=== gfx_rect_fill ===
===== src/rtl/gfx_pkg.sv =====
// Shared constants for the rectangle-fill engine: frame defaults, VRAM address
// width and the fill FSM state encoding.
package gfx_pkg;
  localparam int H_RES_DEF = 320;
  localparam int V_RES_DEF = 240;
  localparam int VRAM_AW   = 17;

  typedef logic [1:0]         state_t;
  typedef logic [VRAM_AW-1:0] vaddr_t;

  localparam logic [1:0] ST_IDLE   = 2'd0;
  localparam logic [1:0] ST_SETUP  = 2'd1;
  localparam logic [1:0] ST_FILL   = 2'd2;
  localparam logic [1:0] ST_FINISH = 2'd3;
endpackage


===== src/rtl/gfx_addr_gen.sv =====
// Address generator: latches the command geometry, clips it to the frame and
// walks col/row plus the row_base accumulator one accepted pixel at a time.
module gfx_addr_gen
  import gfx_pkg::*;
#(
  parameter int H_RES = H_RES_DEF,
  parameter int V_RES = V_RES_DEF
) (
  input  logic       clk,
  input  logic       reset_n,
  input  logic       load_i,
  input  logic       setup_i,
  input  logic       advance_i,
  input  logic [8:0] x0_i,
  input  logic [7:0] y0_i,
  input  logic [8:0] width_i,
  input  logic [7:0] height_i,
  output logic       empty_o,
  output logic       last_o,
  output vaddr_t     first_addr_o,
  output vaddr_t     next_addr_o
);
  localparam logic [9:0] H_LIM    = 10'(H_RES);
  localparam logic [9:0] V_LIM    = 10'(V_RES);
  localparam vaddr_t     H_STEP   = vaddr_t'(H_RES);
  localparam vaddr_t     ADDR_ONE = vaddr_t'(1);

  logic [8:0] x0_q, x0_d, w_q, w_d, col_q, col_d;
  logic [7:0] y0_q, y0_d, h_q, h_d, row_q, row_d;
  logic [9:0] x_end_q, x_end_d, y_end_q, y_end_d;
  vaddr_t     row_base_q, row_base_d;
  logic [9:0] x_sum, y_sum, x_end_c, y_end_c;
  logic       row_end;

  always_comb begin
    x_sum   = {1'b0, x0_q} + {1'b0, w_q};
    y_sum   = {2'b0, y0_q} + {2'b0, h_q};
    x_end_c = (x_sum > H_LIM) ? H_LIM : x_sum;
    y_end_c = (y_sum > V_LIM) ? V_LIM : y_sum;
    empty_o = (w_q == 9'd0) || (h_q == 8'd0) ||
              ({1'b0, x0_q} >= H_LIM) || ({2'b0, y0_q} >= V_LIM);
    row_end = ({1'b0, col_q} == (x_end_q - 10'd1));
    last_o  = row_end && ({2'b0, row_q} == (y_end_q - 10'd1));
    first_addr_o = row_base_q + vaddr_t'(x0_q);
    next_addr_o  = row_end ? (row_base_q + H_STEP + vaddr_t'(x0_q))
                           : (row_base_q + vaddr_t'(col_q) + ADDR_ONE);
  end

  always_comb begin
    x0_d       = x0_q;
    y0_d       = y0_q;
    w_d        = w_q;
    h_d        = h_q;
    col_d      = col_q;
    row_d      = row_q;
    row_base_d = row_base_q;
    x_end_d    = x_end_q;
    y_end_d    = y_end_q;
    if (load_i) begin
      x0_d  = x0_i;
      y0_d  = y0_i;
      w_d   = width_i;
      h_d   = height_i;
      col_d = x0_i;
      row_d = y0_i;
      // Constant-coefficient product taken at command latch; FILL only ever adds H_RES.
      row_base_d = vaddr_t'(y0_i) * H_STEP;
    end else if (setup_i) begin
      x_end_d = x_end_c;
      y_end_d = y_end_c;
    end else if (advance_i) begin
      if (row_end) begin
        col_d      = x0_q;
        row_d      = row_q + 8'd1;
        row_base_d = row_base_q + H_STEP;
      end else begin
        col_d = col_q + 9'd1;
      end
    end
  end

  always_ff @(posedge clk or negedge reset_n) begin
    if (!reset_n) begin
      x0_q       <= '0;
      y0_q       <= '0;
      w_q        <= '0;
      h_q        <= '0;
      col_q      <= '0;
      row_q      <= '0;
      row_base_q <= '0;
      x_end_q    <= '0;
      y_end_q    <= '0;
    end else begin
      x0_q       <= x0_d;
      y0_q       <= y0_d;
      w_q        <= w_d;
      h_q        <= h_d;
      col_q      <= col_d;
      row_q      <= row_d;
      row_base_q <= row_base_d;
      x_end_q    <= x_end_d;
      y_end_q    <= y_end_d;
    end
  end
endmodule


===== src/rtl/gfx_rect_fill.sv =====
// Rectangle fill engine: writes one colour into a clipped rectangle of linear
// video memory, one pixel per accepted write, row-major.
module gfx_rect_fill
  import gfx_pkg::*;
#(
  parameter int H_RES = H_RES_DEF,
  parameter int V_RES = V_RES_DEF
) (
  input  logic               clk,
  input  logic               reset_n,
  input  logic               start,
  input  logic [8:0]         x0,
  input  logic [7:0]         y0,
  input  logic [8:0]         width,
  input  logic [7:0]         height,
  input  logic [7:0]         color,
  input  logic               abort,
  output logic               busy,
  output logic               done,
  output logic [VRAM_AW-1:0] mem_addr,
  output logic [7:0]         mem_din,
  output logic               mem_we,
  input  logic               mem_ready,
  output logic [1:0]         state_dbg
);
  // Memory handshake: mem_we is valid, mem_ready is ready. A write transfers in
  // any cycle where both are high; while mem_we is high and mem_ready low, the
  // address, data and mem_we are held unchanged.
  state_t state_q, state_d;
  logic   busy_q, busy_d, done_q, done_d, we_q, we_d;
  vaddr_t addr_q, addr_d;
  logic [7:0] din_q, din_d;
  logic   load, setup, advance, empty, last;
  vaddr_t first_addr, next_addr;

  gfx_addr_gen #(.H_RES(H_RES), .V_RES(V_RES)) u_addr_gen (
    .clk          (clk),
    .reset_n      (reset_n),
    .load_i       (load),
    .setup_i      (setup),
    .advance_i    (advance),
    .x0_i         (x0),
    .y0_i         (y0),
    .width_i      (width),
    .height_i     (height),
    .empty_o      (empty),
    .last_o       (last),
    .first_addr_o (first_addr),
    .next_addr_o  (next_addr)
  );

  always_comb begin
    state_d = state_q;
    busy_d  = busy_q;
    done_d  = 1'b0;
    we_d    = we_q;
    addr_d  = addr_q;
    din_d   = din_q;
    load    = 1'b0;
    setup   = 1'b0;
    advance = 1'b0;
    case (state_q)
      ST_IDLE: begin
        if (start) begin
          load    = 1'b1;
          din_d   = color;
          busy_d  = 1'b1;
          state_d = ST_SETUP;
        end
      end
      ST_SETUP: begin
        setup = 1'b1;
        if (abort || empty) begin
          state_d = ST_FINISH;
          busy_d  = 1'b0;
          done_d  = 1'b1;
        end else begin
          state_d = ST_FILL;
          we_d    = 1'b1;
          addr_d  = first_addr;
        end
      end
      ST_FILL: begin
        advance = mem_ready;
        // An abort still lets this cycle's write land if it is accepted.
        if ((mem_ready && last) || abort) begin
          state_d = ST_FINISH;
          busy_d  = 1'b0;
          done_d  = 1'b1;
          we_d    = 1'b0;
        end else if (mem_ready) begin
          addr_d = next_addr;
        end
      end
      ST_FINISH: state_d = ST_IDLE;
      default:   state_d = ST_IDLE;
    endcase
  end

  always_ff @(posedge clk or negedge reset_n) begin
    if (!reset_n) begin
      state_q <= ST_IDLE;
      busy_q  <= 1'b0;
      done_q  <= 1'b0;
      we_q    <= 1'b0;
      addr_q  <= '0;
      din_q   <= '0;
    end else begin
      state_q <= state_d;
      busy_q  <= busy_d;
      done_q  <= done_d;
      we_q    <= we_d;
      addr_q  <= addr_d;
      din_q   <= din_d;
    end
  end

  assign busy      = busy_q;
  assign done      = done_q;
  assign mem_we    = we_q;
  assign mem_addr  = addr_q;
  assign mem_din   = din_q;
  assign state_dbg = state_q;
endmodule


===== config.mk =====
export PLATFORM = sky130hd
export DESIGN_NAME = gfx_rect_fill
export DESIGN_NICKNAME = d
export VERILOG_FILES = /design/src/rtl/gfx_pkg.sv /design/src/rtl/gfx_addr_gen.sv /design/src/rtl/gfx_rect_fill.sv
export SDC_FILE = /design/constraint.sdc
export NUM_CORES = 1
export LEC_CHECK = 0
export ABC_AREA = 1
export CELL_PAD_IN_SITES_DETAIL_PLACEMENT = 0
export CELL_PAD_IN_SITES_GLOBAL_PLACEMENT = 2
export CORE_MARGIN = 2
export CORE_UTILIZATION = 35
export DETAILED_ROUTE_END_ITERATION = 7
export PLACE_DENSITY = 0.89
export SLEW_MARGIN = 20
export SYNTH_ARGS = -nofsm -noshare
export SYNTH_HDL_FRONTEND = slang
export SYNTH_SLANG_ARGS = --single-unit

===== constraint.sdc =====
create_clock -name clk -period 7.1 [get_ports clk]
set_clock_uncertainty 0.1 [all_clocks]
set_input_delay 1.065 -clock clk [delete_from_list [all_inputs] [get_ports clk]]
set_output_delay 1.065 -clock clk [all_outputs]
set_load 0.01 [all_outputs]

=== traffic_light ===
==> src/rtl/traffic_light_pkg.sv <==
// -----------------------------------------------------------------------------
// traffic_light_pkg
// Shared types and constants for the sensor-triggered traffic-light sequencer.
//   state_t   : 2-bit state encoding shared with the surrounding intersection
//               logic (IDLE=00, GREEN=01, YELLOW=10, RED=11)
//   lamps_t   : one-hot lamp drive bundle {red, yellow, green}
//   LAMPS_*   : lamp decode constants, one per state
//   cnt_width : dwell-counter width, $clog2 of the largest dwell, minimum 1
// -----------------------------------------------------------------------------
package traffic_light_pkg;

    typedef enum logic [1:0] {
        ST_IDLE   = 2'b00,
        ST_GREEN  = 2'b01,
        ST_YELLOW = 2'b10,
        ST_RED    = 2'b11
    } state_t;

    typedef struct packed {
        logic red;
        logic yellow;
        logic green;
    } lamps_t;

    localparam lamps_t LAMPS_OFF    = 3'b000;
    localparam lamps_t LAMPS_GREEN  = 3'b001;
    localparam lamps_t LAMPS_YELLOW = 3'b010;
    localparam lamps_t LAMPS_RED    = 3'b100;

    function automatic int max3(input int a, input int b, input int c);
        int m;
        m = (a > b) ? a : b;
        return (m > c) ? m : c;
    endfunction

    function automatic int cnt_width(input int max_cycles);
        return (max_cycles <= 1) ? 1 : $clog2(max_cycles);
    endfunction

endpackage

==> src/rtl/traffic_light_dwell_timer.sv <==
// -----------------------------------------------------------------------------
// traffic_light_dwell_timer
// Cycle counter that measures how long the sequencer has dwelt in a state.
//   clk    in   system clock, rising-edge active
//   rst    in   asynchronous, active-high reset (count -> 0)
//   clear  in   synchronous clear; asserted by the FSM on every state entry
//   limit  in   last count value of the current state (dwell cycles - 1)
//   done   out  high while count == limit, i.e. in the final dwell cycle
// -----------------------------------------------------------------------------
module traffic_light_dwell_timer #(
    parameter int WIDTH = 1
) (
    input  logic             clk,
    input  logic             rst,
    input  logic             clear,
    input  logic [WIDTH-1:0] limit,
    output logic             done
);

    logic [WIDTH-1:0] r_count;

    // NOTE: sequential state is updated with non-blocking assignments so every
    // flop samples the pre-edge values regardless of block evaluation order.
    always_ff @(posedge clk or posedge rst) begin
        if (rst) begin
            r_count <= '0;
        end else if (clear) begin
            r_count <= '0;
        end else begin
            r_count <= r_count + 1'b1;
        end
    end

    assign done = (r_count == limit);

endmodule

==> src/rtl/traffic_light.sv <==
// -----------------------------------------------------------------------------
// traffic_light
// Sensor-triggered sequencer: dark in IDLE until a vehicle is sensed, then one
// GREEN -> YELLOW -> RED round and back to IDLE (at least one IDLE cycle).
//   clk     in   system clock, rising-edge active
//   rst     in   asynchronous, active-high reset
//   sensor  in   vehicle-present request, only looked at in IDLE
//   state   out  encoded current state (traffic_light_pkg::state_t)
//   red     out  red lamp drive    (Moore, from state register only)
//   yellow  out  yellow lamp drive (Moore, from state register only)
//   green   out  green lamp drive  (Moore, from state register only)
// Build option:
//   TRAFFIC_LIGHT_SENSOR_SYNC_EN  when defined, sensor passes through a 2-flop
//   synchronizer first; IDLE->GREEN latency grows from 1 to 3 edges.
// -----------------------------------------------------------------------------
module traffic_light
    import traffic_light_pkg::*;
#(
    parameter int GREEN_CYCLES  = 1,
    parameter int YELLOW_CYCLES = 1,
    parameter int RED_CYCLES    = 1
) (
    input  logic       clk,
    input  logic       rst,
    input  logic       sensor,
    output logic [1:0] state,
    output logic       red,
    output logic       yellow,
    output logic       green
);

    localparam int CNT_W = cnt_width(max3(GREEN_CYCLES, YELLOW_CYCLES, RED_CYCLES));

    state_t           r_state;
    state_t           w_state_next;
    lamps_t           w_lamps;
    logic             w_sensor;
    logic             w_clear;
    logic             w_done;
    logic [CNT_W-1:0] w_limit;

`ifdef TRAFFIC_LIGHT_SENSOR_SYNC_EN
    logic r_sensor_meta;
    logic r_sensor_sync;

    always_ff @(posedge clk or posedge rst) begin
        if (rst) begin
            r_sensor_meta <= 1'b0;
            r_sensor_sync <= 1'b0;
        end else begin
            r_sensor_meta <= sensor;
            r_sensor_sync <= r_sensor_meta;
        end
    end

    assign w_sensor = r_sensor_sync;
`else
    assign w_sensor = sensor;
`endif

    always_ff @(posedge clk or posedge rst) begin
        if (rst) begin
            r_state <= ST_IDLE;
        end else begin
            r_state <= w_state_next;
        end
    end

    // NOTE: every signal driven here gets a default before the case so no
    // path leaves it unassigned, which would otherwise infer a latch.
    always_comb begin
        w_state_next = r_state;
        w_limit      = '0;
        case (r_state)
            ST_IDLE: begin
                if (w_sensor) begin
                    w_state_next = ST_GREEN;
                end
            end
            ST_GREEN: begin
                w_limit = CNT_W'(GREEN_CYCLES - 1);
                if (w_done) begin
                    w_state_next = ST_YELLOW;
                end
            end
            ST_YELLOW: begin
                w_limit = CNT_W'(YELLOW_CYCLES - 1);
                if (w_done) begin
                    w_state_next = ST_RED;
                end
            end
            ST_RED: begin
                w_limit = CNT_W'(RED_CYCLES - 1);
                if (w_done) begin
                    w_state_next = ST_IDLE;
                end
            end
            default: begin
                w_state_next = ST_IDLE;
            end
        endcase
    end

    // Counter restarts on every state entry and is parked at zero in IDLE, so
    // the first cycle of each timed state always reads count == 0.
    assign w_clear = (w_state_next != r_state) || (r_state == ST_IDLE);

    traffic_light_dwell_timer #(
        .WIDTH (CNT_W)
    ) u_dwell_timer (
        .clk   (clk),
        .rst   (rst),
        .clear (w_clear),
        .limit (w_limit),
        .done  (w_done)
    );

    always_comb begin
        w_lamps = LAMPS_OFF;
        case (r_state)
            ST_GREEN:  w_lamps = LAMPS_GREEN;
            ST_YELLOW: w_lamps = LAMPS_YELLOW;
            ST_RED:    w_lamps = LAMPS_RED;
            default:   w_lamps = LAMPS_OFF;
        endcase
    end

    assign state  = r_state;
    assign red    = w_lamps.red;
    assign yellow = w_lamps.yellow;
    assign green  = w_lamps.green;

endmodule

==> config.mk <==
export PLATFORM = sky130hd
export DESIGN_NAME = traffic_light
export DESIGN_NICKNAME = d
export VERILOG_FILES = /design/src/rtl/traffic_light_pkg.sv /design/src/rtl/traffic_light_dwell_timer.sv /design/src/rtl/traffic_light.sv
export SDC_FILE = /design/constraint.sdc
export NUM_CORES = 1
export LEC_CHECK = 0
export CAP_MARGIN = 30
export CORE_AREA = 2 2 39 41
export DETAILED_ROUTE_END_ITERATION = 10
export DIE_AREA = 0 0 41 43
export GPL_TIMING_DRIVEN = 0
export PLACE_DENSITY_LB_ADDON = 0.05
export RECOVER_POWER = 25
export SYNTH_ARGS = -nofsm -noshare
export SYNTH_HDL_FRONTEND = slang
export SYNTH_SLANG_ARGS = --single-unit
export TNS_END_PERCENT = 100
==> constraint.sdc <==
create_clock -name clk -period 2.75 [get_ports clk]
set_input_delay 0.55 -clock clk [delete_from_list [all_inputs] [get_ports clk]]
set_output_delay 0.55 -clock clk [all_outputs]
set_load 0.01 [all_outputs]
=== mem_port_arbiter ===
==> src/rtl/mips_mem_pkg.sv <==
// Shared encodings for the unified-memory port arbiter: access modes, arbiter
// FSM states and requester IDs.
package mips_mem_pkg;

    typedef logic [1:0] arb_state_t;

    localparam logic [1:0] MODE_WORD  = 2'b00;
    localparam logic [1:0] MODE_SBYTE = 2'b01;
    localparam logic [1:0] MODE_UBYTE = 2'b10;

    localparam arb_state_t ARB_IDLE   = 2'd0;
    localparam arb_state_t ARB_ACCESS = 2'd1;
    localparam arb_state_t ARB_RESP   = 2'd2;

    localparam logic SRC_CPU = 1'b0;
    localparam logic SRC_DBG = 1'b1;

    localparam int WAIT_W = 8;

endpackage

==> src/rtl/mem_port_arbiter_rr_arb2.sv <==
// Two-way round-robin picker. Holds the last-granted source so that a tie
// goes to whoever did not win last time.
module rr_arb2
    import mips_mem_pkg::*;
(
    input  logic       clk,
    input  logic       reset,
    input  logic [1:0] req,
    input  logic       advance,
    output logic       gnt_valid,
    output logic       gnt_src
);

    logic last_grant;

    // req[0] is the CPU, req[1] is the debug port
    always_comb begin
        gnt_valid = |req;
        if (req == 2'b11)
            gnt_src = ~last_grant;
        else
            gnt_src = req[1] ? SRC_DBG : SRC_CPU;
    end

    always_ff @(posedge clk or negedge reset) begin
        if (!reset)
            last_grant <= SRC_DBG;
        else if (advance && gnt_valid)
            last_grant <= gnt_src;
    end

endmodule

==> src/rtl/mem_port_arbiter.sv <==
// Serialises CPU and debug-port transactions onto the single unified memory,
// with a bounded wait for mem_ready and a sticky timeout flag.
module mem_port_arbiter
    import mips_mem_pkg::*;
#(
    parameter int AW      = 32,
    parameter int DW      = 32,
    parameter int TIMEOUT = 15
) (
    input  logic          clk,
    input  logic          reset,

    input  logic          cpu_req,
    input  logic          cpu_we,
    input  logic [1:0]    cpu_mode,
    input  logic [AW-1:0] cpu_addr,
    input  logic [DW-1:0] cpu_wdata,
    output logic [DW-1:0] cpu_rdata,
    output logic          cpu_done,
    output logic          cpu_stall,

    input  logic          dbg_req,
    input  logic          dbg_we,
    input  logic [1:0]    dbg_mode,
    input  logic [AW-1:0] dbg_addr,
    input  logic [DW-1:0] dbg_wdata,
    output logic [DW-1:0] dbg_rdata,
    output logic          dbg_done,

    output logic          mem_req,
    output logic          mem_we,
    output logic [1:0]    mem_mode,
    output logic [AW-1:0] mem_addr,
    output logic [DW-1:0] mem_wdata,
    input  logic [DW-1:0] mem_rdata,
    input  logic          mem_ready,

    output logic          err_timeout,
    output logic          err_src,
    input  logic          err_clr
);

    localparam logic [WAIT_W-1:0] WAIT_LAST = WAIT_W'(TIMEOUT - 1);

    arb_state_t        state;
    logic              owner;
    logic [WAIT_W-1:0] wait_cnt;
    logic              gnt_valid;
    logic              gnt_src;
    logic              timed_out;
    logic              access_end;
    logic [DW-1:0]     rd_value;

    rr_arb2 u_rr (
        .clk       (clk),
        .reset     (reset),
        .req       ({dbg_req, cpu_req}),
        .advance   (state == ARB_IDLE),
        .gnt_valid (gnt_valid),
        .gnt_src   (gnt_src)
    );

    // A ready on the last allowed cycle still counts as a normal completion
    assign timed_out  = (state == ARB_ACCESS) && !mem_ready && (wait_cnt == WAIT_LAST);
    assign access_end = (state == ARB_ACCESS) && (mem_ready || timed_out);
    assign rd_value   = mem_ready ? mem_rdata : '0;

    assign cpu_stall  = cpu_req & ~cpu_done;

    always_ff @(posedge clk or negedge reset) begin
        if (!reset) begin
            state     <= ARB_IDLE;
            owner     <= SRC_CPU;
            wait_cnt  <= '0;
            mem_req   <= 1'b0;
            mem_we    <= 1'b0;
            mem_mode  <= '0;
            mem_addr  <= '0;
            mem_wdata <= '0;
            cpu_rdata <= '0;
            dbg_rdata <= '0;
            cpu_done  <= 1'b0;
            dbg_done  <= 1'b0;
        end else begin
            cpu_done <= 1'b0;
            dbg_done <= 1'b0;
            case (state)
                ARB_IDLE: begin
                    if (gnt_valid) begin
                        owner    <= gnt_src;
                        mem_req  <= 1'b1;
                        wait_cnt <= '0;
                        state    <= ARB_ACCESS;
                        if (gnt_src == SRC_DBG) begin
                            mem_we    <= dbg_we;
                            mem_mode  <= dbg_mode;
                            mem_addr  <= dbg_addr;
                            mem_wdata <= dbg_wdata;
                        end else begin
                            mem_we    <= cpu_we;
                            mem_mode  <= cpu_mode;
                            mem_addr  <= cpu_addr;
                            mem_wdata <= cpu_wdata;
                        end
                    end
                end
                ARB_ACCESS: begin
                    if (access_end) begin
                        mem_req <= 1'b0;
                        state   <= ARB_RESP;
                        if (owner == SRC_DBG) begin
                            dbg_done <= 1'b1;
                            if (!mem_we)
                                dbg_rdata <= rd_value;
                        end else begin
                            cpu_done <= 1'b1;
                            if (!mem_we)
                                cpu_rdata <= rd_value;
                        end
                    end else begin
                        wait_cnt <= wait_cnt + 1'b1;
                    end
                end
                ARB_RESP: begin
                    wait_cnt <= '0;
                    state    <= ARB_IDLE;
                end
                default: state <= ARB_IDLE;
            endcase
        end
    end

    // A timeout in the same cycle as err_clr re-arms the flag with the new source
    always_ff @(posedge clk or negedge reset) begin
        if (!reset) begin
            err_timeout <= 1'b0;
            err_src     <= 1'b0;
        end else if (timed_out) begin
            err_timeout <= 1'b1;
            if (!err_timeout || err_clr)
                err_src <= owner;
        end else if (err_clr) begin
            err_timeout <= 1'b0;
            err_src     <= 1'b0;
        end
    end

endmodule

==> config.mk <==
export PLATFORM = sky130hd
export DESIGN_NAME = mem_port_arbiter
export DESIGN_NICKNAME = d
export VERILOG_FILES = /design/src/rtl/mips_mem_pkg.sv /design/src/rtl/mem_port_arbiter_rr_arb2.sv /design/src/rtl/mem_port_arbiter.sv
export SDC_FILE = /design/constraint.sdc
export NUM_CORES = 1
export LEC_CHECK = 0
export ABC_AREA = 1
export CORE_UTILIZATION = 45
export CTS_CLUSTER_DIAMETER = 200
export DETAILED_ROUTE_END_ITERATION = 16
export GPL_ROUTABILITY_DRIVEN = 0
export MAX_ROUTING_LAYER = met4
export PLACE_DENSITY = 0.93
export REMOVE_ABC_BUFFERS = 1
export SLEW_MARGIN = 20
export SYNTH_ARGS = -nofsm -noshare
export SYNTH_HDL_FRONTEND = slang
export SYNTH_SLANG_ARGS = --single-unit
==> constraint.sdc <==
create_clock -name clk -period 3.9 [get_ports clk]
set_clock_uncertainty 0.2 [all_clocks]
set_input_delay 0.78 -clock clk [delete_from_list [all_inputs] [get_ports clk]]
set_output_delay 0.78 -clock clk [all_outputs]
set_load 0.05 [all_outputs]
=== conv_window_sched ===
**src/rtl/conv_window_sched.sv**
```systemverilog
// conv_window_sched: autonomous scheduler that walks every valid 3x3
// output position, fetching window columns, firing PEs and handing results off.
//
// Ports:
//   clk, rst          clock, asynchronous active-high reset
//   start, abort      run request (IDLE only) / synchronous return to IDLE
//   busy, done        running flag / one-cycle completion pulse
//   col_rd_en/x/y     image column read request (data returns next cycle)
//   win_load          window shift strobe (col_rd_en delayed one cycle)
//   pe_clear          PE accumulator clear
//   mac_en, w_shift   PE accumulate enable and weight rotate (identical)
//   res_valid/ready   result handshake with pack/writeback
//   res_addr          linear address oy*OUT_W+ox of the current result
module conv_window_sched #(
    parameter int IMG_H  = 16,
    parameter int IMG_W  = 15,
    parameter int K      = 3,
    parameter int ADDR_W = 8,
    parameter int XW     = $clog2(IMG_W),
    parameter int YW     = $clog2(IMG_H)
) (
    input  logic              clk,
    input  logic              rst,
    input  logic              start,
    input  logic              abort,
    output logic              busy,
    output logic              done,
    output logic              col_rd_en,
    output logic [XW-1:0]     col_rd_x,
    output logic [YW-1:0]     col_rd_y,
    output logic              win_load,
    output logic              pe_clear,
    output logic              mac_en,
    output logic              w_shift,
    output logic              res_valid,
    input  logic              res_ready,
    output logic [ADDR_W-1:0] res_addr
);

    localparam int OUT_H = IMG_H - K + 1;
    localparam int OUT_W = IMG_W - K + 1;
    localparam int CW    = (K > 1) ? $clog2(K) : 1;

    typedef enum logic [2:0] {
        S_IDLE,
        S_CLR,
        S_FILL,
        S_DRAIN,
        S_MAC,
        S_CAPT,
        S_DONE
    } state_t;

    state_t              state_q, state_d;
    logic [XW-1:0]       ox_q, ox_d;
    logic [YW-1:0]       oy_q, oy_d;
    logic [CW-1:0]       fc_q, fc_d;
    logic [CW-1:0]       kc_q, kc_d;
    logic [ADDR_W-1:0]   addr_q, addr_d;
    logic                win_load_q;

    always_ff @(posedge clk or posedge rst) begin
        if (rst) begin
            state_q    <= S_IDLE;
            ox_q       <= '0;
            oy_q       <= '0;
            fc_q       <= '0;
            kc_q       <= '0;
            addr_q     <= '0;
            win_load_q <= 1'b0;
        end else begin
            state_q    <= state_d;
            ox_q       <= ox_d;
            oy_q       <= oy_d;
            fc_q       <= fc_d;
            kc_q       <= kc_d;
            addr_q     <= addr_d;
            win_load_q <= col_rd_en && !abort;
        end
    end

    always_comb begin
        state_d   = state_q;
        ox_d      = ox_q;
        oy_d      = oy_q;
        fc_d      = fc_q;
        kc_d      = kc_q;
        addr_d    = addr_q;
        busy      = (state_q != S_IDLE);
        done      = 1'b0;
        col_rd_en = 1'b0;
        col_rd_x  = '0;
        col_rd_y  = '0;
        pe_clear  = 1'b0;
        mac_en    = 1'b0;
        res_valid = 1'b0;
        res_addr  = '0;

        unique case (state_q)
            S_IDLE: begin
                if (start) begin
                    state_d = S_CLR;
                    ox_d    = '0;
                    oy_d    = '0;
                    addr_d  = '0;
                end
            end
            S_CLR: begin
                pe_clear = 1'b1;
                state_d  = S_FILL;
                // Sliding right reuses K-1 columns; only a row start refills fully.
                fc_d     = (ox_q == '0) ? '0 : CW'(K - 1);
            end
            S_FILL: begin
                col_rd_en = 1'b1;
                col_rd_x  = ox_q + XW'(fc_q);
                col_rd_y  = oy_q;
                if (fc_q == CW'(K - 1)) begin
                    state_d = S_DRAIN;
                    fc_d    = '0;
                end else begin
                    fc_d = fc_q + CW'(1);
                end
            end
            S_DRAIN: begin
                // Last column read lands in the window this cycle via win_load.
                state_d = S_MAC;
                kc_d    = '0;
            end
            S_MAC: begin
                mac_en = 1'b1;
                if (kc_q == CW'(K - 1)) begin
                    state_d = S_CAPT;
                    kc_d    = '0;
                end else begin
                    kc_d = kc_q + CW'(1);
                end
            end
            S_CAPT: begin
                res_valid = 1'b1;
                res_addr  = addr_q;
                if (res_ready) begin
                    addr_d = addr_q + ADDR_W'(1);
                    if (ox_q != XW'(OUT_W - 1)) begin
                        ox_d    = ox_q + XW'(1);
                        state_d = S_CLR;
                    end else if (oy_q != YW'(OUT_H - 1)) begin
                        ox_d    = '0;
                        oy_d    = oy_q + YW'(1);
                        state_d = S_CLR;
                    end else begin
                        ox_d    = '0;
                        oy_d    = '0;
                        addr_d  = '0;
                        state_d = S_DONE;
                    end
                end
            end
            S_DONE: begin
                done    = 1'b1;
                state_d = S_IDLE;
            end
            default: state_d = S_IDLE;
        endcase

        if (abort) begin
            state_d = S_IDLE;
            ox_d    = '0;
            oy_d    = '0;
            fc_d    = '0;
            kc_d    = '0;
            addr_d  = '0;
        end
    end

    assign win_load = win_load_q;
    assign w_shift  = mac_en;

endmodule
```
**config.mk**
```make
export PLATFORM = sky130hd
export DESIGN_NAME = conv_window_sched
export DESIGN_NICKNAME = d
export VERILOG_FILES = /design/src/rtl/conv_window_sched.sv
export SDC_FILE = /design/constraint.sdc
export NUM_CORES = 1
export LEC_CHECK = 0
export ABC_AREA = 1
export CAP_MARGIN = 20
export CORE_UTILIZATION = 57
export DETAILED_ROUTE_END_ITERATION = 12
export PLACE_DENSITY = 0.85
export SYNTH_ARGS = -nofsm -noshare
export SYNTH_HDL_FRONTEND = slang
export SYNTH_SLANG_ARGS = --single-unit
```
**constraint.sdc**
```tcl
create_clock -name clk -period 3.86 [get_ports clk]
set_input_delay 0.386 -clock clk [delete_from_list [all_inputs] [get_ports clk]]
set_output_delay 0.386 -clock clk [all_outputs]
set_load 0.005 [all_outputs]
```

==> layout pictures side by side <==
Routing congestion map.
picture 1
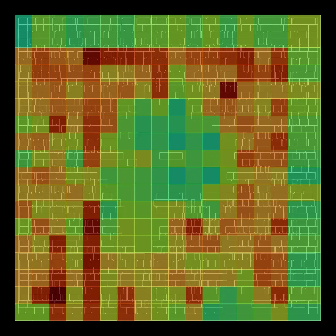
picture 2
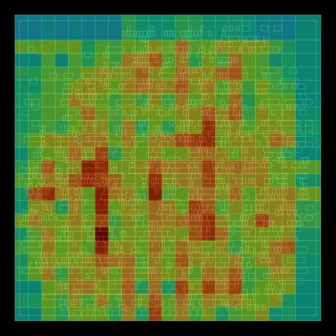
picture 3
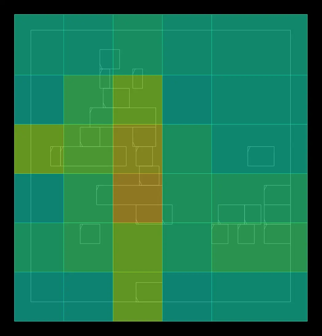
picture 4
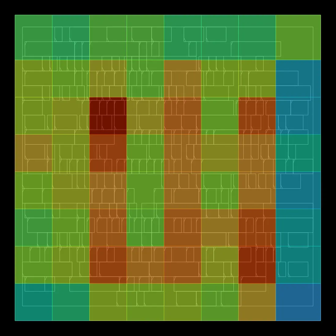
Picture 1 is mem_port_arbiter.
Picture 3 is traffic_light.
Picture 2 is gfx_rect_fill.
Picture 4 is conv_window_sched.
- highest track usage: picture 1
- least wire per cell: picture 3

mem_port_arbiter/zoom.png
The bar under the picture is 5 um long. Region (83, 83) to (103, 103) um. Cells in grey, sequential cells in the stronger grey; small squares are vias.
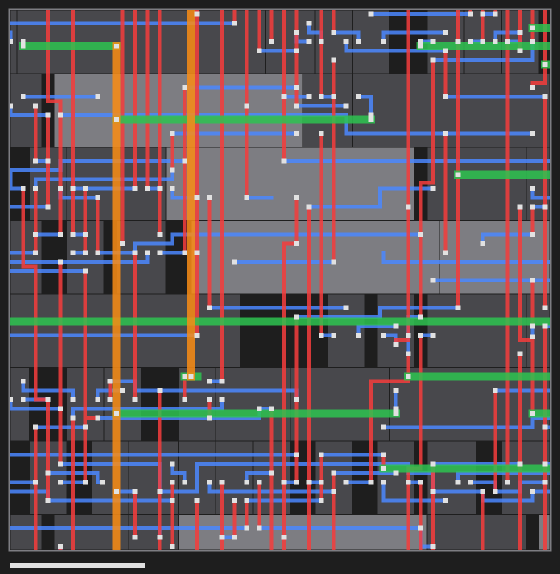
layer	colour
met1	blue
met3	green
met2	red
met4	orange
most frequent	nand2_1 (21), nand3_1 (6), clkdlybuf4s50_1 (4)
netlist names of flops here include	dbg_rdata (2), cpu_rdata (1)
sequential cells in the window	3
cells with their middle in the window	40

==> notes.org, mem_port_arbiter <==
#+TITLE: Physical design notes

** Status
- Result of the run :: complete, no violations

** Final timing
- Post-route period utilization is reported as 81.4%.
- Per the slew report, the remaining headroom to the max-slew limit stands at 50.9%.

** Min path
- The worst hold path belongs to the class in -> async.

** GRT
- On met1, the global router reports a usage of 33.0%.
- Via count of the first global-routing pass :: 6645
- Initial antenna violation count :: 0

** Layout
- Fraction of area in multi-input gates :: 24.2%
- The final layout report lists a non-clock buffer count of 322.
- Post-Route Utilization :: 71.8%
- After filler insertion, the fill cell instance count of the layout stands at 1000.
- Area of combinational cells with multiple inputs :: 2510 um^2
- Top library cells by usage in the layout, fill and taps aside :: sky130_fd_sc_hd__clkdlybuf4s50_1 (307), sky130_fd_sc_hd__nand2_1 (266), sky130_fd_sc_hd__dfrtp_1 (147), sky130_fd_sc_hd__o21ai_0 (140), sky130_fd_sc_hd__nor2_1 (82)
- Number of clock buffers in the layout :: 20
- Per the layout area report, the register area comes to 3700 um^2.

** CTS
- # resized after CTS :: 0
- Number of buffers on the longest clock path :: 2

** Worst setup path
- The launch point of the critical path was reported as cpu_req.
- CP top delay family :: buffers and inverters
- Critical Path Sink Type :: primary output

** Logic synthesis
- Per the synthesis report, the XOR/XNOR share of the synthesized area is 0%.
- The most common cell in the synthesized netlist is sky130_fd_sc_hd__nand2_1.
- Share of synthesized area spent on multiplexers :: 0.151%
- Area leader share :: 55.3%
- For this run, the chip area from Yosys synthesis comes to 6650 um^2.
- Number of unique standard cell types used by synthesis :: 22

** Power
- The power report puts the leakage power at 0.00493 uW.

** Drt
- Across all layers, the routed design uses 6877 vias.
- The detailed router finished its first iteration with 573 violations.
## mem_port_arbiter: through the flow
stage               instances  hold slack [ns]
finish                   1318            0.149
global route             1318            0.188
CTS                      1318            0.178
detailed placement       1286            0.258
global placement         1286            0.252
floorplan                 780            0.244
## mem_port_arbiter: where the power goes
part	switching (uW)	internal, uW
Clock	643	894
Sequential	413	2230
Combinational	3770	1660
Total	4820	4780
## mem_port_arbiter: kinds of logic after synthesis
family | after synthesis
buffers and inverters | 105
and+or+nand+nor | 428
muxes | 1
AOI/OAI and AO/OA | 148
adders and majority gates | 2
DFF | 148
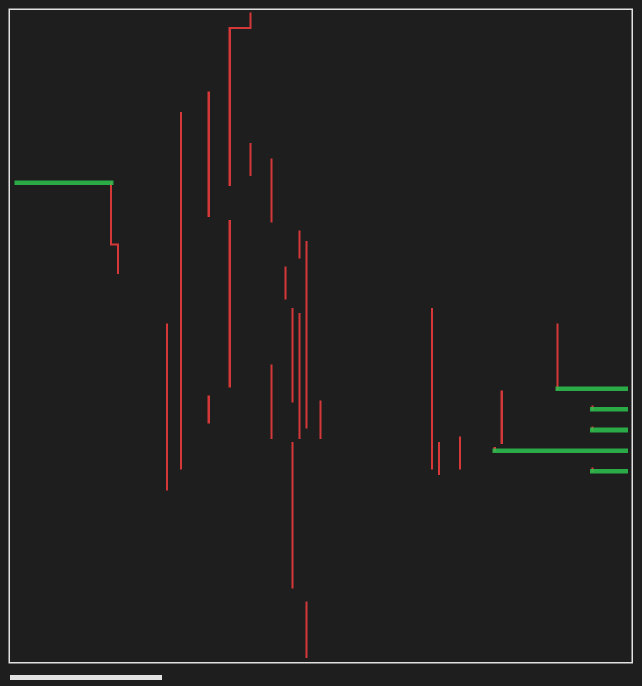
traffic_light/metal_stack.png
The bar under the picture is 10 um long. Only two layers are drawn.
layer	colour	wire length
met3	green	25.9 um
met2	red	154 um
global router's overall resource usage: 4.72%
final routed wirelength across all metal layers: 280 um

==> notes.org, traffic_light <==
#+TITLE: Physical design notes

** Status
- The run finished with clean final reports.

** Layout
- Largest contributor to cell area by class :: sequential cells
- The final layout contains 28 nets.
- Multi-input logic gates represent a cell area share of 23.2%.
- Synth-to-layout area growth :: 84.5%
- Antenna diode instance count :: 0

** Worst setup path
- For reference, the most critical setup path is categorized as reg -> out.
- Along the critical path, the tally of buffer and inverter instances is 1.
- The critical path goes through nor2b_1, clkdlybuf4s50_1.
- Startpoint of the most critical setup path :: state[1]
- The critical path crosses 2 cells after its start point.
- Endpoint of the most critical register-to-register path :: state[0]

** Logic synthesis
- Area leader share :: 54.5%
- Post-synthesis chip area from yosys :: 138 um^2
- Synthesis produced 13 cells.
- Sorting the synthesis cell report by count puts at the top sky130_fd_sc_hd__dfrtp_1.
- Synth async-reset ratio :: 100%

** Final timing
- The worst path meets setup with 0.834 ns of slack.
- Setup Viol. Count Final :: 0
- Static timing analysis puts the maximum clock frequency at 522 MHz.

** Drt
- The routed design uses 153 um of met2 wire.
- Residual DRC count :: 0

** CTS
- The number of clock buffers added by TritonCTS is 3.
- Per the CTS log, the root buffer master is sky130_fd_sc_hd__clkbuf_4.

** Die
- In this run the count of I/O pins placed on the die edge is 8.

** Power
- The design draws 302 uW.

** GRT
- First-pass GRT wire length :: 462 um
- The initial antenna violation count came to 0.
## traffic_light: power by group through the flow
stage / Clock (uW) / Sequential [uW] / Combinational (uW)
5_1_grt: 85.3 / 93.7 / 153
6_report: 76.0 / 88.3 / 138
4_1_cts: 81.3 / 88.8 / 140
3_3_place_gp: 0 / 89.3 / 141
2_1_floorplan: 0 / 90.5 / 54.8
3_5_place_dp: 0 / 90.2 / 139
## traffic_light: stage by stage
step	hold WS (ns)	cells	util [%]
after global routing	0.560	40	18.4
after detailed placement	0.526	36	16.5
final	0.537	40	18.4
after CTS	0.485	40	18.4
after floorplan	0.304	13	-
after global placement	0.551	36	16.5
gfx_rect_fill/met1.png
The bar under the picture is 50 um long.
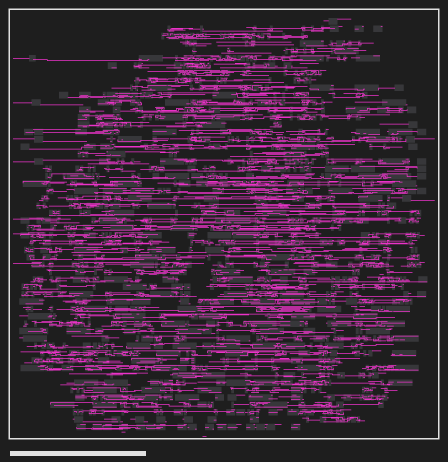
wire length on this layer	12100 um
share of all routed wire	51%
main direction	horizontal
met1 demand-to-capacity share in global routing: 28.0%
final routed wirelength across all metal layers: 23800 um
number of vias in the routed layout: 7660

gfx_rect_fill/metal_stack.png
The bar under the picture is 50 um long. Only two layers are drawn.
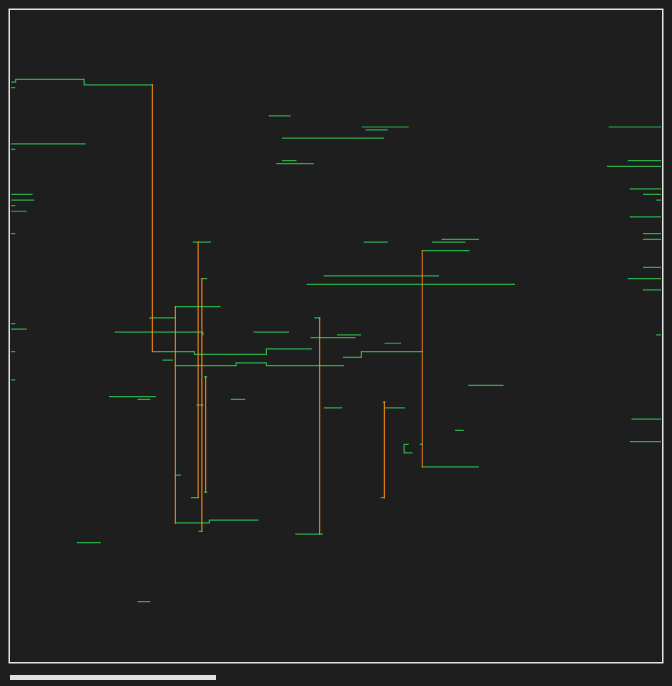
layer	colour	wire length
met4	orange	396 um
met3	green	610 um

==> notes.org, gfx_rect_fill <==
#+TITLE: Physical design notes

** Worst setup path
- Highest cell delay on the worst timing path :: 0.46 ns

** GRT
- For this run, the total global-route usage over all layers was measured as 20.0%.
- Most Used Layer, Global Route :: met2

** Min path
- Endpoint of the worst hold path :: mem_din[5]

** Layout
- Counting plain and timing-repair buffers in the layout gives 82.
- Number of cells in the finished layout apart from fillers :: 1599
- 954 cells are multi-input combinational gates.

** CTS
- The number of setup buffers added after CTS is 0.

** Die
- Horizontal die size :: 158 um

** Logic synthesis
- In this run, synthesis inferred 0 flip-flops with an integrated enable.
- Counting flops with an async set or reset pin after synthesis yields a share of 100%.

** Status
- Result of the run :: complete, no violations

** Power
- P_leak :: 0.00490 uW
- Power drawn by the combinational cells :: 2990 uW

** Final timing
- Final worst path period share :: 52.2%
==> gfx_rect_fill: registers in the layout (all words and copies together) (netlist names), 2 cells and up <==
register	count
mem_addr	17
mem_din	8
state_dbg	2
u_addr_gen.col_q	9
u_addr_gen.h_q	8
u_addr_gen.row_base_q	11
u_addr_gen.row_q	8
u_addr_gen.w_q	9
u_addr_gen.x0_q	9
u_addr_gen.x_end_q	10
u_addr_gen.y0_q	8
u_addr_gen.y_end_q	9
==> gfx_rect_fill: per-layer routing <==
layer	wire (um)	vias up
met5	0	-
li1	-	3985
met2	10800	110
met3	609	21
met1	12100	3544
met4	395	0
conv_window_sched/zoom.png
The bar under the picture is 5 um long. Region (32, 32) to (52, 52) um. Cells in grey, sequential cells in the stronger grey; small squares are vias.
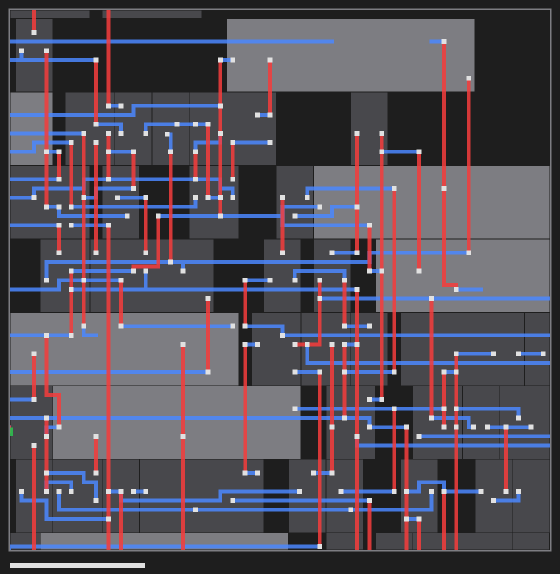
layer	colour
met2	red
met3	green
met1	blue
most frequent	nand3_1 (7)
netlist names of flops here include	oy_q (3), addr_q (2)
sequential cells in the window	5
cells with their middle in the window	36

==> notes.org, conv_window_sched <==
#+TITLE: Physical design notes

** Status
- Result of the run :: complete, no violations

** Final timing
- Setup Viol. Count Final :: 0
- Final Worst Setup Slack :: 1.28 ns
- Final number of hold-violating endpoints :: 0

** GRT
- The global routing report lists met1 layer usage as 30.7%.
- Looking at the global route congestion table, the highest-usage layer is met2.
- Largest net degree at the start of global routing :: 25
- First-pass GRT wire length :: 5810 um

** Layout
- After filler insertion, the fill cell instance count of the layout stands at 248.
- Leaving out fill and tap cells, the most frequent cell in the layout is sky130_fd_sc_hd__inv_1.
- After the flow finishes, the layout carries non-filler instances totaling 293.
- Reg with most FFs :: addr_q
- Logic Gate Count :: 160
- Top library cells by usage in the layout, fill and taps aside :: sky130_fd_sc_hd__inv_1 (43), sky130_fd_sc_hd__nand2_1 (40), sky130_fd_sc_hd__nor2_1 (34), sky130_fd_sc_hd__clkdlybuf4s50_1 (28), sky130_fd_sc_hd__nand3_1 (25)

** Placed design
- Final Wtd Congestion :: 0.845
- Placement Cell Area :: 1980 um^2

** Worst setup path
- Worst R2R Start :: state_q[2]
- At the worst endpoint, the required time is 3.47 ns.
- Slack of the worst reg-to-reg path :: 2.08 ns

** Power
- IR analysis of the VDD net gives a maximum drop of 0.000291 V.

** Die
- The floorplan has 19 rows.

** Logic synthesis
- Warnings, synthesis :: 0

** Drt
- For this sky-water flow run, the detailed-routed wirelength per cell is reported as 11.6 um.

** CTS
- Counting along the longest clock path gives a buffer depth of 2.
conv_window_sched: power by group through the flow:
stage          sequential [uW]  combinational (uW)  clock, uW
2_1_floorplan              298                 228          0
3_3_place_gp               303                 294          0
3_5_place_dp               303                 299          0
4_1_cts                    298                 300        115
5_1_grt                    302                 337        122
6_report                   299                 299        111
conv_window_sched: logic make-up after synthesis:
kind of cell               Yosys count  synth area share (%)
and+or+nand+nor                    123                  34.7
buffers and inverters               52                  12.7
AOI/OAI and AO/OA                   25                  8.90
DFF                                 24                  35.3
adders and majority gates            8                  6.33
xor gates and xnor gates             4                  2.06

=== arbiter_rr ===
<file path="src/rtl/arbiter_rr.sv">
`default_nettype none
// ============================================================================
//  Module      : arbiter_rr
//  Description : Three-requester round-robin bus arbiter with registered
//                one-hot grants, request locking and an optional tenure
//                limit that revokes a grant while another requester waits.
//  Revision    : 1.0 - initial release
// ============================================================================
module arbiter_rr #(
    parameter int MAX_HOLD   = 0,
    parameter int RESET_LAST = 2
) (
    input  logic clk,
    input  logic rst,
    input  logic req0,
    input  logic req1,
    input  logic req2,
    output logic gnt0,
    output logic gnt1,
    output logic gnt2
);

    // Hold counter is only as wide as MAX_HOLD needs (at least one bit).
    localparam int             c_cnt_w      = (MAX_HOLD > 0) ? $clog2(MAX_HOLD + 1) : 1;
    localparam logic [c_cnt_w-1:0] c_cnt_sat = (MAX_HOLD > 0) ? c_cnt_w'(MAX_HOLD) : '1;
    localparam logic [1:0]     c_reset_last = 2'(RESET_LAST);

    localparam logic [1:0] c_st_idle = 2'd0;
    localparam logic [1:0] c_st_g0   = 2'd1;
    localparam logic [1:0] c_st_g1   = 2'd2;
    localparam logic [1:0] c_st_g2   = 2'd3;

    logic [1:0]         state_q, state_d;
    logic [1:0]         last_q,  last_d;
    logic [c_cnt_w-1:0] cnt_q,   cnt_d;
    logic [2:0]         gnt_q,   gnt_d;

    logic [2:0] w_req;
    logic [2:0] w_own_mask;
    logic [2:0] w_others;
    logic       w_own_req;
    logic [1:0] w_own_idx;

    assign w_req = {req2, req1, req0};

    // First requester in r, scanning from+1, from+2, from+3 (mod 3).
    // Caller guarantees r is non-zero.
    function automatic logic [1:0] rr_pick(input logic [1:0] from, input logic [2:0] r);
        logic [1:0] win;
        case (from)
            2'd0:    win = r[1] ? 2'd1 : (r[2] ? 2'd2 : 2'd0);
            2'd1:    win = r[2] ? 2'd2 : (r[0] ? 2'd0 : 2'd1);
            default: win = r[0] ? 2'd0 : (r[1] ? 2'd1 : 2'd2);
        endcase
        return win;
    endfunction

    // Grant states are encoded as owner index + 1, IDLE as zero.
    function automatic logic [1:0] idx_to_state(input logic [1:0] idx);
        return idx + 2'd1;
    endfunction

    // Decode the current owner's request and the competing requests.
    always_comb begin
        w_own_mask = 3'b000;
        case (state_q)
            c_st_g0: w_own_mask = 3'b001;
            c_st_g1: w_own_mask = 3'b010;
            c_st_g2: w_own_mask = 3'b100;
            default: w_own_mask = 3'b000;
        endcase
        w_own_idx = state_q - 2'd1;
        w_own_req = |(w_req & w_own_mask);
        w_others  = w_req & ~w_own_mask;
    end

    // State register plus registered grant outputs; async active-low reset.
    always_ff @(posedge clk or negedge rst) begin
        if (!rst) begin
            state_q <= c_st_idle;
            last_q  <= c_reset_last;
            cnt_q   <= '0;
            gnt_q   <= 3'b000;
        end else begin
            state_q <= state_d;
            last_q  <= last_d;
            cnt_q   <= cnt_d;
            gnt_q   <= gnt_d;
        end
    end

    // Next-state: idle arbitration, release hand-off, and tenure revocation.
    always_comb begin
        state_d = state_q;
        last_d  = last_q;
        cnt_d   = cnt_q;
        if (state_q == c_st_idle) begin
            if (|w_req) begin
                state_d = idx_to_state(rr_pick(last_q, w_req));
            end
        end else if (!w_own_req) begin
            // Owner released: hand straight to the next requester, no gap.
            last_d  = w_own_idx;
            state_d = (|w_req) ? idx_to_state(rr_pick(w_own_idx, w_req)) : c_st_idle;
        end else if ((MAX_HOLD > 0) && (cnt_q == c_cnt_sat) && (|w_others)) begin
            // Tenure expired with someone waiting: the owner is excluded
            // from the scan so it rejoins the rotation behind the others.
            last_d  = w_own_idx;
            state_d = idx_to_state(rr_pick(w_own_idx, w_others));
        end else if (cnt_q != c_cnt_sat) begin
            cnt_d = cnt_q + 1'b1;
        end
        if (state_d != state_q) begin
            cnt_d = '0;
        end
    end

    // Output decode from the next state so grants leave directly from flops.
    always_comb begin
        gnt_d = 3'b000;
        case (state_d)
            c_st_g0: gnt_d = 3'b001;
            c_st_g1: gnt_d = 3'b010;
            c_st_g2: gnt_d = 3'b100;
            default: gnt_d = 3'b000;
        endcase
    end

    assign gnt0 = gnt_q[0];
    assign gnt1 = gnt_q[1];
    assign gnt2 = gnt_q[2];

endmodule
`default_nettype wire

</file>
<file path="config.mk">
export PLATFORM = sky130hd
export DESIGN_NAME = arbiter_rr
export DESIGN_NICKNAME = d
export VERILOG_FILES = /design/src/rtl/arbiter_rr.sv
export SDC_FILE = /design/constraint.sdc
export NUM_CORES = 1
export LEC_CHECK = 0
export CAP_MARGIN = 15
export CORE_AREA = 3 3 40 42
export CTS_CLUSTER_DIAMETER = 150
export DETAILED_ROUTE_END_ITERATION = 7
export DIE_AREA = 0 0 43 45
export SLEW_MARGIN = 20
export SYNTH_ARGS = -nofsm -noshare
export SYNTH_HDL_FRONTEND = slang
export SYNTH_SLANG_ARGS = --single-unit
</file>
<file path="constraint.sdc">
create_clock -name clk -period 1.6 [get_ports clk]
set_input_delay 0.16 -clock clk [delete_from_list [all_inputs] [get_ports clk]]
set_output_delay 0.16 -clock clk [all_outputs]
set_load 0.05 [all_outputs]
</file>
arbiter_rr/metal_stack.png
The bar under the picture is 10 um long. Only two layers are drawn.
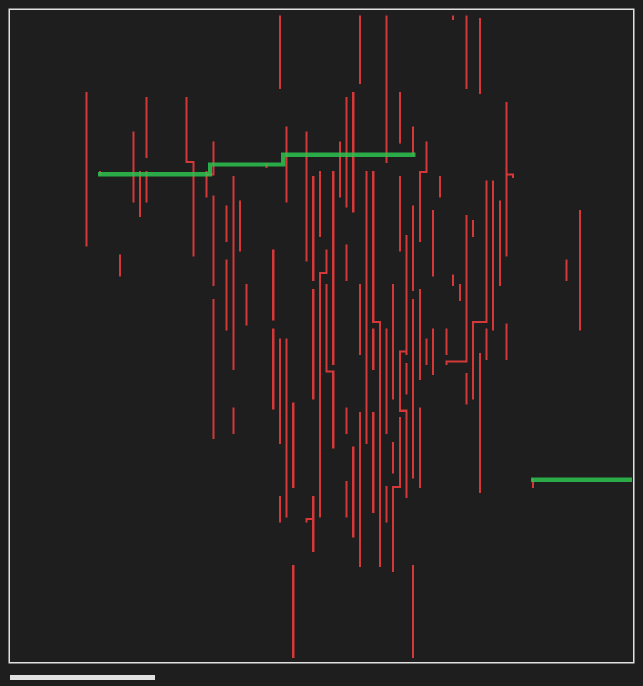
layer	colour	wire length
met2	red	544 um
met3	green	29.6 um

arbiter_rr/wire_density.png
The die is cut into 9 by 9 equal tiles; white is low, dark blue is high, scaled to the fullest tile. Values are wire area over tile area, all layers added.
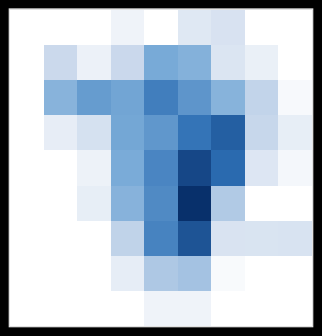
emptiest ninth of the die	bottom left
mean over tiles	0.082
fullest tile	0.37
tiles over half the peak	20%
final routed wirelength across all metal layers: 1050 um
global router's overall resource usage: 10.1%
number of vias in the routed layout: 414

==> notes.org <==
#+TITLE: Physical design notes

** Status
- Result of the run :: complete, no violations

** CTS
- Gates resized during post-CTS repair numbered 5.

** Power
- The power report lists cell-internal power as 1040 uW.
- Net switching is 42.3% of the power.

** Layout
- The clock network takes up 3.54% of total cell area after layout.
- The final antenna diode tally reported by the flow is 0.
- Top library cells by usage in the layout, fill and taps aside :: sky130_fd_sc_hd__buf_4 (16), sky130_fd_sc_hd__dfrtp_1 (6), sky130_fd_sc_hd__inv_1 (4), sky130_fd_sc_hd__clkdlybuf4s50_1 (4)

** Worst setup path
- Broken down by cell family, the worst path's largest delay share belongs to AND-OR/OR-AND gates.
- The launch point of the worst register-to-register path is recorded as state_q[0].
- Critical Path Sink Type :: register

** Logic synthesis
- Top_reg_cell synth :: sky130_fd_sc_hd__dfrtp_1
- Yosys shows that the main logic family after synthesis is AND-OR/OR-AND gates.

** Placed design
- After legalization and detailed placement, the total HPWL measured 660 um.

** Job
- In this run the maximum-capacitance check reported violations numbering 0.

** Final timing
- WHS :: 0.165 ns
arbiter_rr/met1.png
The bar under the picture is 10 um long.
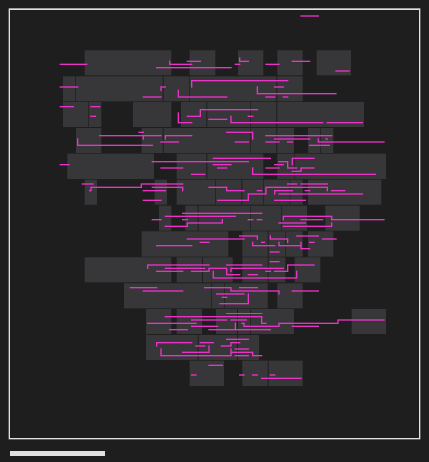
main direction	horizontal
nets with wire on the layer	70
wire length on this layer	476 um
longest straight run	12.9 um
met1 demand-to-capacity share in global routing: 10.3%

## cell families after synthesis
family | after synthesis
AND-OR/OR-AND | 18
multiplexers | 1
adder cells (fa/ha/maj) | 4
flip-flops | 7
buffers and inverters | 8
AND/OR/NAND/NOR | 7
## worst register-to-register path, delay by kind of cell (launching register included)
family,cells,cell delay [ns]
adder cells (fa/ha/maj),1,0.23
AND/OR/NAND/NOR,2,0.29
flip-flops,1,0.43
AND-OR/OR-AND,3,0.55


==> gallery <==
Metal 1.
(a)
The bar under the picture is 10 um long.
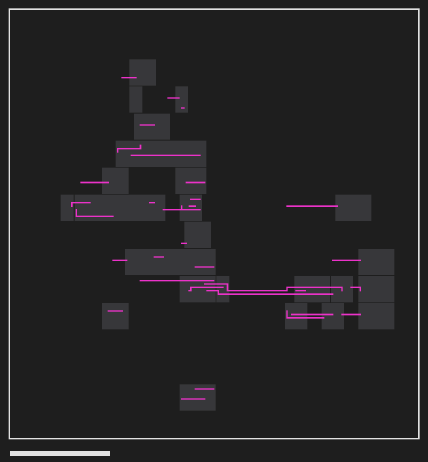
(b)
The bar under the picture is 20 um long.
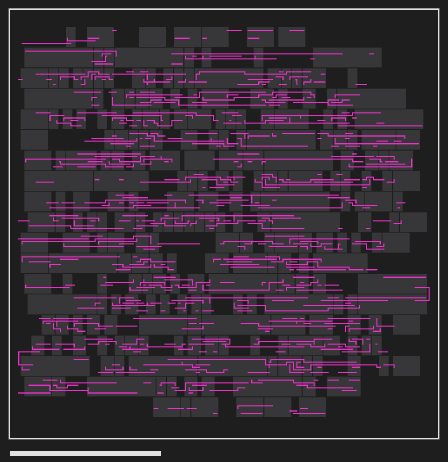
(c)
The bar under the picture is 20 um long.
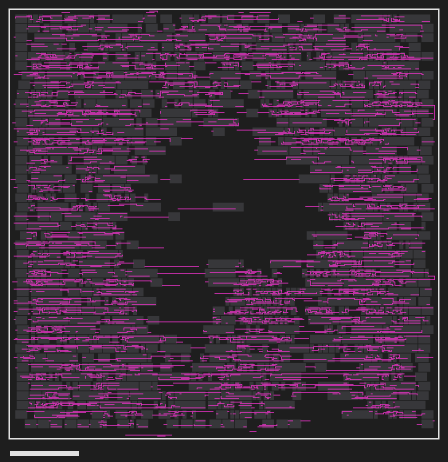
For traffic_light, see (a).
For conv_window_sched, see (b).
For mem_port_arbiter, see (c).
Of these, largest die: (c)
Of these, smallest die: (a)

Key to (a):
share of all routed wire	36%
nets with wire on the layer	21
main direction	horizontal
wire length on this layer	101 um

Power figures rest on the tool's default switching activity, not on a simulated workload.
